==================== design 1
Fig. 1: design 1, cell classes on the final placement
Drawn at 6 px/um.
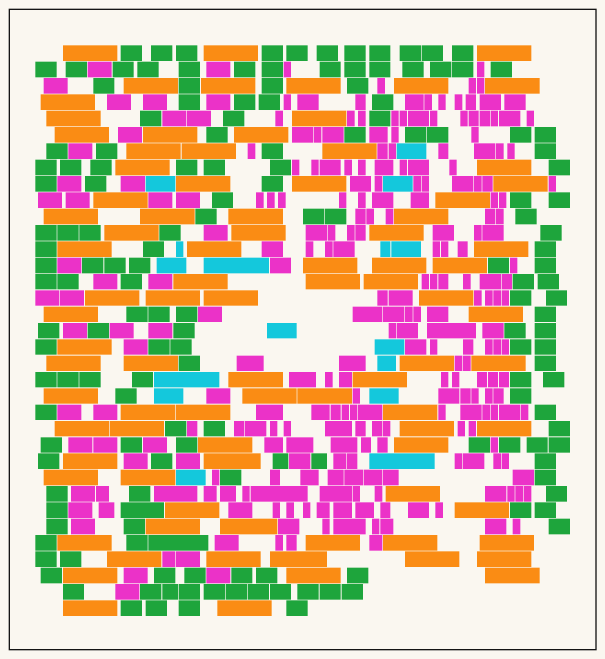

===== config.mk =====
export PLATFORM = sky130hd
export DESIGN_NAME = mem_access_ctrl
export DESIGN_NICKNAME = d
export VERILOG_FILES = /design/src/rtl/mem_pkg.sv /design/src/rtl/load_extend.sv /design/src/rtl/mem_access_ctrl.sv
export SDC_FILE = /design/constraint.sdc
export NUM_CORES = 1
export LEC_CHECK = 0
export CAP_MARGIN = 20
export CORE_ASPECT_RATIO = 1.1
export CORE_MARGIN = 4
export CORE_UTILIZATION = 48
export DETAILED_ROUTE_END_ITERATION = 8
export PLACE_DENSITY = 0.83
export SETUP_SLACK_MARGIN = 0.02
export SYNTH_ARGS = -nofsm -noshare
export SYNTH_HDL_FRONTEND = slang
export SYNTH_HIERARCHICAL = 1
export SYNTH_SLANG_ARGS = --single-unit

===== constraint.sdc =====
create_clock -name clk -period 3.8 [get_ports clk]
set_clock_uncertainty 0.05 [all_clocks]
set_input_delay 0.57 -clock clk [delete_from_list [all_inputs] [get_ports clk]]
set_output_delay 0.57 -clock clk [all_outputs]
set_load 0.03 [all_outputs]

===== src/rtl/mem_pkg.sv =====
// Shared encodings for the load/store memory sequencer: access sizes (equal to
// the RAM op_code), response error codes, sequencer states and a legality check.
package mem_pkg;

  localparam logic [1:0] SIZE_BYTE = 2'b00;
  localparam logic [1:0] SIZE_HALF = 2'b01;
  localparam logic [1:0] SIZE_WORD = 2'b10;
  localparam logic [1:0] SIZE_ILL  = 2'b11;

  localparam logic [1:0] ERR_OK      = 2'b00;
  localparam logic [1:0] ERR_ALIGN   = 2'b01;
  localparam logic [1:0] ERR_TIMEOUT = 2'b10;

  typedef enum logic [1:0] {
    IDLE   = 2'b00,
    SETUP  = 2'b01,
    STROBE = 2'b10,
    RESP   = 2'b11
  } state_e;

  // Only the two low address bits matter: halfwords need even, words 4-byte alignment.
  function automatic logic req_legal(input logic [1:0] size, input logic [1:0] addr_lo);
    case (size)
      SIZE_BYTE: return 1'b1;
      SIZE_HALF: return ~addr_lo[0];
      SIZE_WORD: return (addr_lo == 2'b00);
      default:   return 1'b0;
    endcase
  endfunction

endpackage


===== src/rtl/load_extend.sv =====
// Right-justified load data extension: byte/halfword are zero- or sign-extended,
// words pass through unchanged. Purely combinational so the writeback stage can reuse it.
module load_extend
  import mem_pkg::*;
(
  input  logic [31:0] i_rdata,
  input  logic [1:0]  i_size,
  input  logic        i_signed,
  output logic [31:0] o_result
);

  logic w_sbyte;
  logic w_shalf;

  assign w_sbyte = i_signed & i_rdata[7];
  assign w_shalf = i_signed & i_rdata[15];

  always_comb begin
    o_result = i_rdata;
    case (i_size)
      SIZE_BYTE: o_result = {{24{w_sbyte}}, i_rdata[7:0]};
      SIZE_HALF: o_result = {{16{w_shalf}}, i_rdata[15:0]};
      default:   o_result = i_rdata;
    endcase
  end

endmodule


===== src/rtl/mem_access_ctrl.sv =====
// Load/store sequencer in front of the big-endian byte RAM: accepts one request,
// checks alignment, strobes the RAM with stable setup, and returns a one-cycle response.
module mem_access_ctrl
  import mem_pkg::*;
#(
  parameter int ADDR_W      = 8,
  parameter int READ_WAIT   = 2,
  parameter int MOC_TIMEOUT = 15
) (
  input  logic              clk,
  input  logic              rst_n,
  input  logic              req_valid,
  output logic              req_ready,
  input  logic              req_write,
  input  logic [1:0]        req_size,
  input  logic              req_signed,
  input  logic [ADDR_W-1:0] req_addr,
  input  logic [31:0]       req_wdata,
  output logic              rsp_valid,
  output logic [31:0]       rsp_rdata,
  output logic [1:0]        rsp_err,
  output logic              mem_enable,
  output logic              mem_w_r,
  output logic [1:0]        mem_op,
  output logic [ADDR_W-1:0] mem_addr,
  output logic [31:0]       mem_wdata,
  input  logic [31:0]       mem_rdata,
  input  logic              mem_moc
);

  localparam int CNT_MAX = (READ_WAIT > MOC_TIMEOUT) ? READ_WAIT : MOC_TIMEOUT;
  localparam int CNT_W   = $clog2(CNT_MAX + 1);

  state_e              r_state;
  logic [CNT_W-1:0]    r_cnt;
  logic                r_write;
  logic                r_signed;
  logic                r_req_ready;
  logic                r_rsp_valid;
  logic [31:0]         r_rsp_rdata;
  logic [1:0]          r_rsp_err;
  logic                r_mem_enable;
  logic                r_mem_w_r;
  logic [1:0]          r_mem_op;
  logic [ADDR_W-1:0]   r_mem_addr;
  logic [31:0]         r_mem_wdata;
  logic [31:0]         w_ext;
  logic                w_legal;

  assign w_legal = req_legal(req_size, req_addr[1:0]);

  // mem_op doubles as the latched access size for the extender.
  load_extend u_ext (
    .i_rdata  (mem_rdata),
    .i_size   (r_mem_op),
    .i_signed (r_signed),
    .o_result (w_ext)
  );

  always_ff @(posedge clk or negedge rst_n) begin
    if (!rst_n) begin
      r_state      <= IDLE;
      r_cnt        <= '0;
      r_write      <= 1'b0;
      r_signed     <= 1'b0;
      r_req_ready  <= 1'b1;
      r_rsp_valid  <= 1'b0;
      r_rsp_rdata  <= '0;
      r_rsp_err    <= ERR_OK;
      r_mem_enable <= 1'b0;
      r_mem_w_r    <= 1'b1;
      r_mem_op     <= SIZE_WORD;
      r_mem_addr   <= '0;
      r_mem_wdata  <= '0;
    end else begin
      r_rsp_valid <= 1'b0;
      case (r_state)
        IDLE: begin
          if (req_valid) begin
            r_req_ready <= 1'b0;
            if (!w_legal) begin
              r_state     <= RESP;
              r_rsp_valid <= 1'b1;
              r_rsp_err   <= ERR_ALIGN;
              r_rsp_rdata <= '0;
            end else begin
              // RAM pins settle here while enable is still low; w_r never moves under enable.
              r_state     <= SETUP;
              r_write     <= req_write;
              r_signed    <= req_signed;
              r_mem_op    <= req_size;
              r_mem_addr  <= req_addr;
              r_mem_wdata <= req_wdata;
              r_mem_w_r   <= ~req_write;
            end
          end
        end
        SETUP: begin
          r_state      <= STROBE;
          r_cnt        <= '0;
          r_mem_enable <= 1'b1;
        end
        STROBE: begin
          if (!r_write) begin
            if (r_cnt == CNT_W'(READ_WAIT - 1)) begin
              r_state      <= RESP;
              r_mem_enable <= 1'b0;
              r_rsp_valid  <= 1'b1;
              r_rsp_err    <= ERR_OK;
              r_rsp_rdata  <= w_ext;
            end else begin
              r_cnt <= r_cnt + 1'b1;
            end
          end else if (mem_moc) begin
            r_state      <= RESP;
            r_mem_enable <= 1'b0;
            r_rsp_valid  <= 1'b1;
            r_rsp_err    <= ERR_OK;
            r_rsp_rdata  <= '0;
          end else if (r_cnt == CNT_W'(MOC_TIMEOUT - 1)) begin
            r_state      <= RESP;
            r_mem_enable <= 1'b0;
            r_rsp_valid  <= 1'b1;
            r_rsp_err    <= ERR_TIMEOUT;
            r_rsp_rdata  <= '0;
          end else begin
            r_cnt <= r_cnt + 1'b1;
          end
        end
        RESP: begin
          r_state     <= IDLE;
          r_req_ready <= 1'b1;
          r_mem_w_r   <= 1'b1;
        end
        default: r_state <= IDLE;
      endcase
    end
  end

  assign req_ready  = r_req_ready;
  assign rsp_valid  = r_rsp_valid;
  assign rsp_rdata  = r_rsp_rdata;
  assign rsp_err    = r_rsp_err;
  assign mem_enable = r_mem_enable;
  assign mem_w_r    = r_mem_w_r;
  assign mem_op     = r_mem_op;
  assign mem_addr   = r_mem_addr;
  assign mem_wdata  = r_mem_wdata;

endmodule


==================== design 2
--- src/rtl/bus_arb.sv ---
// bus_arb: registered KS10 bus arbiter. A single owner (console, one of NUBA
// UBAs, or the CPU) is latched at grant and held through BUSY -> ACK -> RELEASE.
// Same-priority UBAs are served round-robin. An unanswered cycle ends by
// timeout with a non-existent-device flag.
module bus_arb #(
  parameter int NUBA    = 2,
  parameter int TIMEOUT = 255
) (
  input  logic                 clk,
  input  logic                 rst,
  // CPU requester
  input  logic                 cpuREQI,
  output logic                 cpuACKO,
  output logic                 cpuNXMO,
  input  logic [35:0]          cpuADDRI,
  input  logic [35:0]          cpuDATAI,
  output logic [35:0]          cpuDATAO,
  // console requester / target
  input  logic                 cslREQI,
  output logic                 cslACKO,
  output logic                 cslNXMO,
  input  logic [35:0]          cslADDRI,
  input  logic [35:0]          cslDATAI,
  output logic [35:0]          cslDATAO,
  output logic                 cslREQO,
  input  logic                 cslACKI,
  // UBA requesters / targets, UBA k at bits 36k+35..36k
  input  logic [NUBA-1:0]      ubaREQI,
  output logic [NUBA-1:0]      ubaACKO,
  output logic [NUBA-1:0]      ubaNXMO,
  input  logic [36*NUBA-1:0]   ubaADDRI,
  input  logic [36*NUBA-1:0]   ubaDATAI,
  input  logic [NUBA-1:0]      ubaACKI,
  input  logic [36*NUBA-1:0]   ubaRDATAI,
  output logic                 ubaREQO,
  output logic [35:0]          ubaDATAO,
  // memory target
  output logic                 memREQO,
  input  logic                 memACKI,
  input  logic [35:0]          memDATAI,
  output logic [35:0]          memDATAO,
  output logic [35:0]          arbADDRO
);

  localparam int UW = (NUBA > 1) ? $clog2(NUBA) : 1;

  localparam logic [1:0] stIDLE    = 2'd0;
  localparam logic [1:0] stBUSY    = 2'd1;
  localparam logic [1:0] stACK     = 2'd2;
  localparam logic [1:0] stRELEASE = 2'd3;

  localparam logic [1:0] ownCPU = 2'd0;
  localparam logic [1:0] ownCSL = 2'd1;
  localparam logic [1:0] ownUBA = 2'd2;

  // VMA flags: PDP-10 bit n lives at vector bit 35-n
  localparam int vmaPHYSICAL = 35 - 8;
  localparam int vmaIOCYCLE  = 35 - 10;
  localparam int vmaWRUCYCLE = 35 - 11;

  logic [1:0]    state;
  logic [1:0]    ownType;
  logic [UW-1:0] ownUba;
  logic [UW-1:0] rrPtr;
  logic [9:0]    toCnt;
  logic          nxmFlag;

  logic          rrHit;
  logic [UW-1:0] rrSel;
  logic [35:0]   rrAddr;
  logic [35:0]   rrData;
  logic          ackHit;
  logic [35:0]   ackData;
  logic          ownReq;
  logic          isWru;

  assign isWru = (ownType == ownCPU) && arbADDRO[vmaPHYSICAL] &&
                 arbADDRO[vmaIOCYCLE] && arbADDRO[vmaWRUCYCLE];

  // Round-robin pick: first requesting UBA at or above the pointer, else wrap
  always_comb begin
    rrHit  = 1'b0;
    rrSel  = '0;
    rrAddr = '0;
    rrData = '0;
    for (int k = 0; k < NUBA; k++)
      if (!rrHit && ubaREQI[k] && (k >= int'(rrPtr))) begin
        rrHit = 1'b1;
        rrSel = UW'(k);
      end
    for (int k = 0; k < NUBA; k++)
      if (!rrHit && ubaREQI[k]) begin
        rrHit = 1'b1;
        rrSel = UW'(k);
      end
    for (int k = 0; k < NUBA; k++)
      if (rrSel == UW'(k)) begin
        rrAddr = ubaADDRI[36*k +: 36];
        rrData = ubaDATAI[36*k +: 36];
      end
  end

  // Ack select: memory, then UBAs by index (never the owner itself), then console
  always_comb begin
    ackHit  = 1'b0;
    ackData = '0;
    if (memACKI) begin
      ackHit  = 1'b1;
      ackData = memDATAI;
    end
    for (int k = 0; k < NUBA; k++)
      if (!ackHit && ubaACKI[k] && !((ownType == ownUBA) && (ownUba == UW'(k)))) begin
        ackHit  = 1'b1;
        ackData = ubaRDATAI[36*k +: 36];
      end
    if (!ackHit && cslACKI && (ownType == ownCPU)) begin
      ackHit  = 1'b1;
      ackData = cslDATAI;
    end
  end

  // Owner's own request line, watched in RELEASE
  always_comb begin
    ownReq = cpuREQI;
    if (ownType == ownCSL) ownReq = cslREQI;
    if (ownType == ownUBA)
      for (int k = 0; k < NUBA; k++)
        if (ownUba == UW'(k)) ownReq = ubaREQI[k];
  end

  // Per-UBA ack/NXM pulses during ACK
  always_comb begin
    ubaACKO = '0;
    ubaNXMO = '0;
    for (int k = 0; k < NUBA; k++)
      if ((state == stACK) && (ownType == ownUBA) && (ownUba == UW'(k))) begin
        ubaACKO[k] = 1'b1;
        ubaNXMO[k] = nxmFlag;
      end
  end

  assign memREQO = (state == stBUSY);
  assign ubaREQO = (state == stBUSY) && (ownType != ownUBA);
  assign cslREQO = (state == stBUSY) && (ownType == ownCPU);
  assign cpuACKO = (state == stACK) && (ownType == ownCPU);
  assign cpuNXMO = cpuACKO && nxmFlag;
  assign cslACKO = (state == stACK) && (ownType == ownCSL);
  assign cslNXMO = cslACKO && nxmFlag;

  // Arbiter FSM with grant latching, ack capture and timeout
  always_ff @(posedge clk) begin
    if (rst) begin
      state    <= stIDLE;
      ownType  <= ownCPU;
      ownUba   <= '0;
      rrPtr    <= '0;
      toCnt    <= '0;
      nxmFlag  <= 1'b0;
      arbADDRO <= '0;
      memDATAO <= '0;
      ubaDATAO <= '0;
      cslDATAO <= '0;
      cpuDATAO <= '0;
    end else begin
      case (state)
        stIDLE: begin
          if (cslREQI || rrHit || cpuREQI) begin
            state   <= stBUSY;
            toCnt   <= '0;
            nxmFlag <= 1'b0;
            if (cslREQI) begin
              ownType  <= ownCSL;
              arbADDRO <= cslADDRI;
              memDATAO <= cslDATAI;
              ubaDATAO <= cslDATAI;
              cslDATAO <= cslDATAI;
            end else if (rrHit) begin
              ownType  <= ownUBA;
              ownUba   <= rrSel;
              arbADDRO <= rrAddr;
              memDATAO <= rrData;
              ubaDATAO <= rrData;
              rrPtr    <= (int'(rrSel) == NUBA - 1) ? '0 : rrSel + UW'(1);
            end else begin
              ownType  <= ownCPU;
              arbADDRO <= cpuADDRI;
              memDATAO <= cpuDATAI;
              ubaDATAO <= cpuDATAI;
              cslDATAO <= cpuDATAI;
            end
          end
        end
        stBUSY: begin
          toCnt <= toCnt + 10'd1;
          // ack beats WRU and timeout; WRU ends after the 2nd BUSY cycle
          if (ackHit || (isWru && toCnt == 10'd1) || (toCnt == 10'(TIMEOUT - 1))) begin
            state   <= stACK;
            nxmFlag <= !ackHit && !isWru;
            case (ownType)
              ownCSL:  cslDATAO <= ackHit ? ackData : '0;
              ownUBA:  ubaDATAO <= ackHit ? ackData : '0;
              default: cpuDATAO <= ackHit ? ackData : '0;
            endcase
          end
        end
        stACK:   state <= stRELEASE;
        default: if (!ownReq) state <= stIDLE;
      endcase
    end
  end

endmodule

--- config.mk ---
export PLATFORM = sky130hd
export DESIGN_NAME = bus_arb
export DESIGN_NICKNAME = d
export VERILOG_FILES = /design/src/rtl/bus_arb.sv
export SDC_FILE = /design/constraint.sdc
export NUM_CORES = 1
export LEC_CHECK = 0
export ABC_CLOCK_PERIOD_IN_PS = 2400
export CORE_AREA = 2 2 234 236
export DETAILED_ROUTE_END_ITERATION = 10
export DIE_AREA = 0 0 236 238
export GPL_TIMING_DRIVEN = 0
export PLACE_DENSITY = 0.54
export RECOVER_POWER = 50
export SLEW_MARGIN = 5
export SYNTH_ARGS = -nofsm -noshare
export SYNTH_HDL_FRONTEND = slang
export SYNTH_SLANG_ARGS = --single-unit
--- constraint.sdc ---
create_clock -name clk -period 2.4 [get_ports clk]
set_clock_uncertainty 0.2 [all_clocks]
set_input_delay 0.36 -clock clk [delete_from_list [all_inputs] [get_ports clk]]
set_output_delay 0.36 -clock clk [all_outputs]
set_load 0.005 [all_outputs]
Fig. 2: design 1, met3 routing
Drawn at 4 px/um. Cells faint in the background.
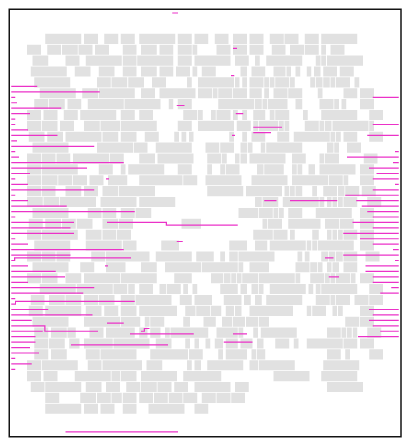
main direction	horizontal
longest straight run	30.6 um
nets with wire on the layer	104
share of all routed wire	9.0%
wire length on this layer	927 um

## Picture notes: Fig. 1
colour	class	cells	share of their area
magenta	combinational and other logic	255	31%
cyan	clock drivers and dummy loads	16	4.1%
green	remaining buffers and delay cells	163	28%
orange	sequential cells	88	37%

==> flow_summary.yaml, design 1 <==
# generated from flow reports
pwr:
  power_per_cell_area_nw_per_um2: 828
  net-switching-power_uw: 2050
flow_run:
  drv_cap: 0
hold_path:
  holdCritPathClass: "in2async"
timing:
  setup_slack_ps: 1100
  drv_slew: 0
layout:
  multi_input_comb_area_um2: 1650
  nets: 604
  layout.cell_area.non_filler_um2: 6050
  area_growth_syn_to_layout_pct: 42.9
clocking:
  cts_inserted_buffers: 9
synth:
  cell_area_synth_um2: 4230
global_routing:
  antenna_found_initial: 0
floorplan:
  fp_util_pct: 49.8
status:
  outcome: "completed"
Fig. 3: design 2, met3 routing
Drawn at 2 px/um. Cells faint in the background.
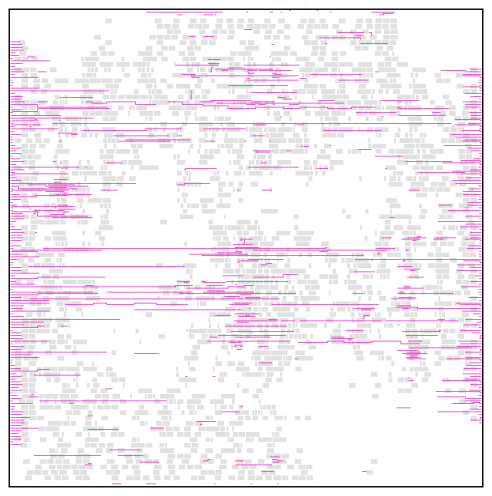
nets with wire on the layer	481
longest straight run	199 um
wire length on this layer	6370 um
share of all routed wire	8.2%
main direction	horizontal

==> flow_summary.yaml, design 2 <==
# generated from flow reports
synth:
  dominantRegCellSynth: "dfxtp_1"
  mappedNetlistNets: 1788
  synth-edff-count: 0
  synthDominantCellAreaShare_pct: 34.0
clocking:
  htreeDepth: 4
  post-cts-setup-buffers: 23
  cts.sink_count: 197
  clockRootBuffer: "clkbuf_16"
timing:
  max_transition_margin_pct: 37.7
  setup_slack_ps: -61.5
  final_min_period_over_clock_period_pct: 103
  setup-violations-final: 43
pwr:
  leakagePower_uw: 0.00778
  ir_worst_vdd_uv: 753
place:
  routabilityCongestion: 0.896
status:
  failing_checks: "negative setup slack"
  outcome: "finished with violations"
critical_path:
  cp_cell_sequence: "inv_4 -> ha_4 -> and4_4 -> nand4_1 -> and2_4 -> a2111o_2 -> buf_6 -> buf_6 -> o211ai_1"

==================== design 3
Fig. 4: design 3, met3 routing
Drawn at 1.5 px/um. Cells faint in the background.
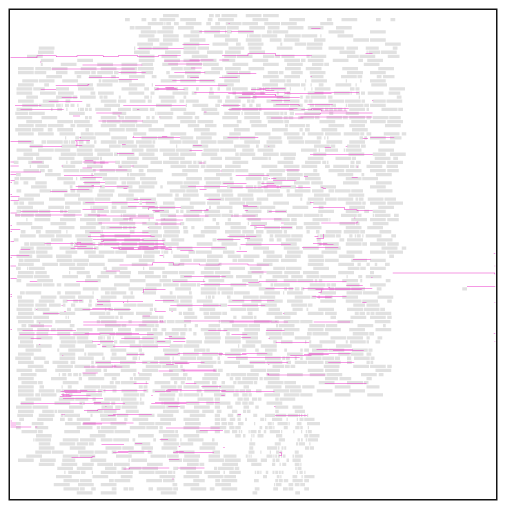
Fig. 5: design 3, pin placement
Drawn at 1 px/um. Pins as bars across the die edge, other pins in grey.
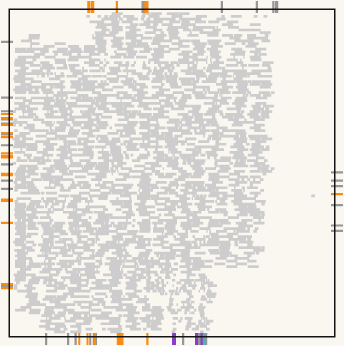
===== src/rtl/dma_pkg.sv =====
// Constants shared by the DMA engine and its data FIFO so both agree on
// word width, burst length and buffer depth.
package dma_pkg;

    localparam int unsigned DMA_DATA_WIDTH  = 32;
    localparam int unsigned DMA_BURST_LEN   = 8;
    localparam int unsigned DMA_FIFO_ADDR_W = 5;

    typedef logic [DMA_DATA_WIDTH-1:0] dma_word_t;

endpackage


===== src/rtl/dma_data_fifo_if.sv =====
// Push/pop, status and error-flag signals between the DMA engine (master)
// and its data FIFO (slave).
interface dma_data_fifo_if
    import dma_pkg::*;
#(
    parameter int unsigned DATA_WIDTH = DMA_DATA_WIDTH,
    parameter int unsigned ADDR_W     = DMA_FIFO_ADDR_W
) ();

    logic                  fifo_wen;
    logic [DATA_WIDTH-1:0] fifo_wdata;
    logic                  fifo_rden;
    logic [DATA_WIDTH-1:0] fifo_rdata;
    logic                  fifo_is_empty;
    logic                  fifo_is_full;
    logic [ADDR_W:0]       fifo_count;
    logic                  burst_space;
    logic                  err_clr;
    logic                  err_ovf;
    logic                  err_udf;

    modport master (
        output fifo_wen, fifo_wdata, fifo_rden, err_clr,
        input  fifo_rdata, fifo_is_empty, fifo_is_full, fifo_count, burst_space,
               err_ovf, err_udf
    );

    modport slave (
        input  fifo_wen, fifo_wdata, fifo_rden, err_clr,
        output fifo_rdata, fifo_is_empty, fifo_is_full, fifo_count, burst_space,
               err_ovf, err_udf
    );

endinterface


===== src/rtl/dma_fifo_ram.sv =====
// Simple dual-port storage: synchronous write, asynchronous read.
// Contents are deliberately not reset.
module dma_fifo_ram #(
    parameter int unsigned DATA_WIDTH = 32,
    parameter int unsigned ADDR_W     = 5
) (
    input  logic                  clk,
    input  logic                  we,
    input  logic [ADDR_W-1:0]     waddr,
    input  logic [DATA_WIDTH-1:0] wdata,
    input  logic [ADDR_W-1:0]     raddr,
    output logic [DATA_WIDTH-1:0] rdata
);

    logic [DATA_WIDTH-1:0] mem [2**ADDR_W];

    always_ff @(posedge clk) begin
        if (we) begin
            mem[waddr] <= wdata;
        end
    end

    assign rdata = mem[raddr];

endmodule


===== src/rtl/dma_data_fifo.sv =====
// First-word-fall-through data FIFO between the DMA read and write paths,
// with occupancy, burst-space indication and sticky overflow/underflow flags.
module dma_data_fifo
    import dma_pkg::*;
#(
    parameter int unsigned DATA_WIDTH = DMA_DATA_WIDTH,
    parameter int unsigned ADDR_W     = DMA_FIFO_ADDR_W,
    parameter int unsigned BURST_LEN  = DMA_BURST_LEN
) (
    input logic            clk,
    input logic            rst,
    dma_data_fifo_if.slave fifo
);

    localparam int unsigned DEPTH = 2 ** ADDR_W;
    // burst_space holds while count leaves at least one whole burst free
    localparam logic [ADDR_W:0] SPACE_MAX = (ADDR_W + 1)'(DEPTH - BURST_LEN);

    logic [ADDR_W:0]       wr_ptr;
    logic [ADDR_W:0]       rd_ptr;
    logic [ADDR_W:0]       count;
    logic                  empty;
    logic                  full;
    logic                  push_ok;
    logic                  pop_ok;
    logic                  ovf_set;
    logic                  udf_set;
    logic                  err_ovf;
    logic                  err_udf;
    logic [DATA_WIDTH-1:0] ram_rdata;

    assign empty = (wr_ptr == rd_ptr);
    assign full  = (wr_ptr[ADDR_W-1:0] == rd_ptr[ADDR_W-1:0]) &&
                   (wr_ptr[ADDR_W] != rd_ptr[ADDR_W]);
    assign count = wr_ptr - rd_ptr;

    // A pop frees the full slot in the same cycle, so push-while-full is legal with rden
    assign push_ok = fifo.fifo_wen && (!full || fifo.fifo_rden);
    assign pop_ok  = fifo.fifo_rden && !empty;
    assign ovf_set = fifo.fifo_wen && full && !fifo.fifo_rden;
    assign udf_set = fifo.fifo_rden && empty;

    always_ff @(posedge clk) begin
        if (rst) begin
            wr_ptr  <= '0;
            rd_ptr  <= '0;
            err_ovf <= 1'b0;
            err_udf <= 1'b0;
        end else begin
            if (push_ok) begin
                wr_ptr <= wr_ptr + 1'b1;
            end
            if (pop_ok) begin
                rd_ptr <= rd_ptr + 1'b1;
            end
            // A new error event outranks a concurrent clear
            err_ovf <= (err_ovf && !fifo.err_clr) || ovf_set;
            err_udf <= (err_udf && !fifo.err_clr) || udf_set;
        end
    end

    dma_fifo_ram #(
        .DATA_WIDTH (DATA_WIDTH),
        .ADDR_W     (ADDR_W)
    ) u_ram (
        .clk   (clk),
        .we    (push_ok),
        .waddr (wr_ptr[ADDR_W-1:0]),
        .wdata (fifo.fifo_wdata),
        .raddr (rd_ptr[ADDR_W-1:0]),
        .rdata (ram_rdata)
    );

    assign fifo.fifo_rdata    = empty ? '0 : ram_rdata;
    assign fifo.fifo_is_empty = empty;
    assign fifo.fifo_is_full  = full;
    assign fifo.fifo_count    = count;
    assign fifo.burst_space   = (count <= SPACE_MAX);
    assign fifo.err_ovf       = err_ovf;
    assign fifo.err_udf       = err_udf;

endmodule


===== src/flat_wrapper.sv =====
// flat-port wrapper written by rule: the top's interface ports become plain ports
module dma_data_fifo_flat import dma_pkg::*;
#(
    parameter int unsigned DATA_WIDTH = DMA_DATA_WIDTH,
    parameter int unsigned ADDR_W     = DMA_FIFO_ADDR_W,
    parameter int unsigned BURST_LEN  = DMA_BURST_LEN
)
  (clk, rst, fifo_fifo_wen, fifo_fifo_wdata, fifo_fifo_rden, fifo_err_clr, fifo_fifo_rdata, fifo_fifo_is_empty, fifo_fifo_is_full, fifo_fifo_count, fifo_burst_space, fifo_err_ovf, fifo_err_udf);
  dma_data_fifo_if #(.DATA_WIDTH(DATA_WIDTH), .ADDR_W(ADDR_W)) fifo_i ();
  input logic clk;
  input logic rst;
  input wire logic [$bits(fifo_i.fifo_wen)-1:0] fifo_fifo_wen;
  input wire logic [$bits(fifo_i.fifo_wdata)-1:0] fifo_fifo_wdata;
  input wire logic [$bits(fifo_i.fifo_rden)-1:0] fifo_fifo_rden;
  input wire logic [$bits(fifo_i.err_clr)-1:0] fifo_err_clr;
  output wire logic [$bits(fifo_i.fifo_rdata)-1:0] fifo_fifo_rdata;
  output wire logic [$bits(fifo_i.fifo_is_empty)-1:0] fifo_fifo_is_empty;
  output wire logic [$bits(fifo_i.fifo_is_full)-1:0] fifo_fifo_is_full;
  output wire logic [$bits(fifo_i.fifo_count)-1:0] fifo_fifo_count;
  output wire logic [$bits(fifo_i.burst_space)-1:0] fifo_burst_space;
  output wire logic [$bits(fifo_i.err_ovf)-1:0] fifo_err_ovf;
  output wire logic [$bits(fifo_i.err_udf)-1:0] fifo_err_udf;
  assign fifo_i.fifo_wen = fifo_fifo_wen;
  assign fifo_i.fifo_wdata = fifo_fifo_wdata;
  assign fifo_i.fifo_rden = fifo_fifo_rden;
  assign fifo_i.err_clr = fifo_err_clr;
  assign fifo_fifo_rdata = fifo_i.fifo_rdata;
  assign fifo_fifo_is_empty = fifo_i.fifo_is_empty;
  assign fifo_fifo_is_full = fifo_i.fifo_is_full;
  assign fifo_fifo_count = fifo_i.fifo_count;
  assign fifo_burst_space = fifo_i.burst_space;
  assign fifo_err_ovf = fifo_i.err_ovf;
  assign fifo_err_udf = fifo_i.err_udf;
  dma_data_fifo #(.DATA_WIDTH(DATA_WIDTH), .ADDR_W(ADDR_W), .BURST_LEN(BURST_LEN)) u_core (.clk(clk), .rst(rst), .fifo(fifo_i));
endmodule

===== config.mk =====
export PLATFORM = sky130hd
export DESIGN_NAME = dma_data_fifo_flat
export DESIGN_NICKNAME = d
export VERILOG_FILES = /design/src/rtl/dma_pkg.sv /design/src/rtl/dma_data_fifo_if.sv /design/src/rtl/dma_fifo_ram.sv /design/src/rtl/dma_data_fifo.sv /design/src/flat_wrapper.sv
export SDC_FILE = /design/constraint.sdc
export NUM_CORES = 1
export LEC_CHECK = 0
export ABC_CLOCK_PERIOD_IN_PS = 6700
export CELL_PAD_IN_SITES_DETAIL_PLACEMENT = 0
export CELL_PAD_IN_SITES_GLOBAL_PLACEMENT = 1
export CORE_AREA = 2 2 322 324
export CTS_CLUSTER_DIAMETER = 60
export DETAILED_ROUTE_END_ITERATION = 6
export DIE_AREA = 0 0 324 326
export HOLD_SLACK_MARGIN = 0.03
export PLACE_DENSITY_LB_ADDON = 0.3
export SYNTH_ARGS = -nofsm -noshare
export SYNTH_HDL_FRONTEND = slang
export SYNTH_SLANG_ARGS = --single-unit

===== constraint.sdc =====
create_clock -name clk -period 6.7 [get_ports clk]
set_input_delay 1.34 -clock clk [delete_from_list [all_inputs] [get_ports clk]]
set_output_delay 1.34 -clock clk [all_outputs]
set_load 0.01 [all_outputs]

==> flow_summary.yaml <==
# generated from flow reports
status:
  outcome: "completed"
critical_path:
  timing.reg2reg.worst_path_depth: 6
  critical_path.slowest_cell: "dfxtp_4"
  worstSetupEndpointType: "primary output"
  cp_cell_sequence: "buf_12 -> mux2i_1 -> a221oi_1 -> a311oi_1 -> a2111oi_1 -> clkdlybuf4s50_1"
synth:
  yosys.area_share.adder_pct: 0.358
  synth-edff-count: 1024
  synthTopLogicFamily: "multiplexers"
  synth-xor-area-share_pct: 0.281
  post-synth-top-count-cell: "edfxtp_1"
layout:
  layout.cell_area.non_filler_um2: 46400
timing:
  setup_slack_ps: 743
  total_negative_setup_slacks_ps: 0
  drv_slew: 0
  period_needed_ps: 5960
pwr:
  power_per_cell_area_nw_per_um2: 312
  dominant_power_group: "registers"
global_routing:
  overflow: 0
clocking:
  cts.sink_count: 1043
  resize_count_post_cts: 0
  clockRootBuffer: "clkbuf_16"
detailed_routing:
  final_antenna_net_count: 0
  drt_first_iter_violations: 2159
  uppermost_metal_layer_occupied_by_signal_nets: "met5"
hold_path:
  holdCritPathClass: "reg2reg"
About Fig. 4:
wire length on this layer	5930 um
share of all routed wire	5.8%
main direction	horizontal

About Fig. 5:
colour	port	pins	direction	edge
orange	`fifo_fifo_rdata`	32	output	15 left, 8 top, 8 bottom, 1 right
purple	`fifo_fifo_count`	6	output	bottom
cyan	`fifo_fifo_rden`	1	input	bottom



==> gallery <==
Zoomed window.
panel A
Region (48, 55) to (98, 105) um. Cells in grey, sequential cells in the stronger grey; small squares are vias.
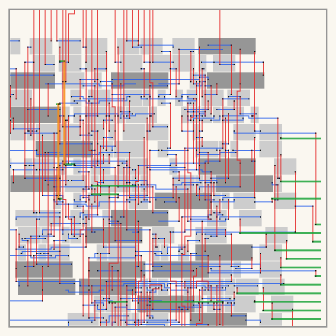
panel B
Region (152, 154) to (202, 204) um. Cells in grey, sequential cells in the stronger grey; small squares are vias.
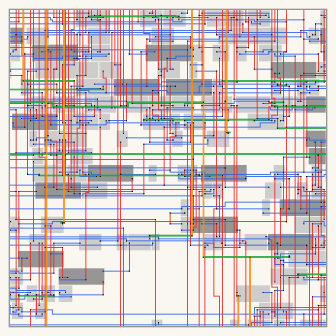
panel C
Region (218, 220) to (268, 270) um. Cells in grey, sequential cells in the stronger grey; small squares are vias.
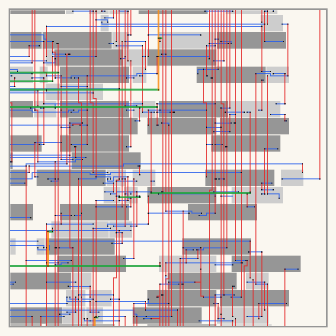
- panel B = design 2
- panel A = design 1
- panel C = design 3

Power is estimated from default activity; no workload was simulated.
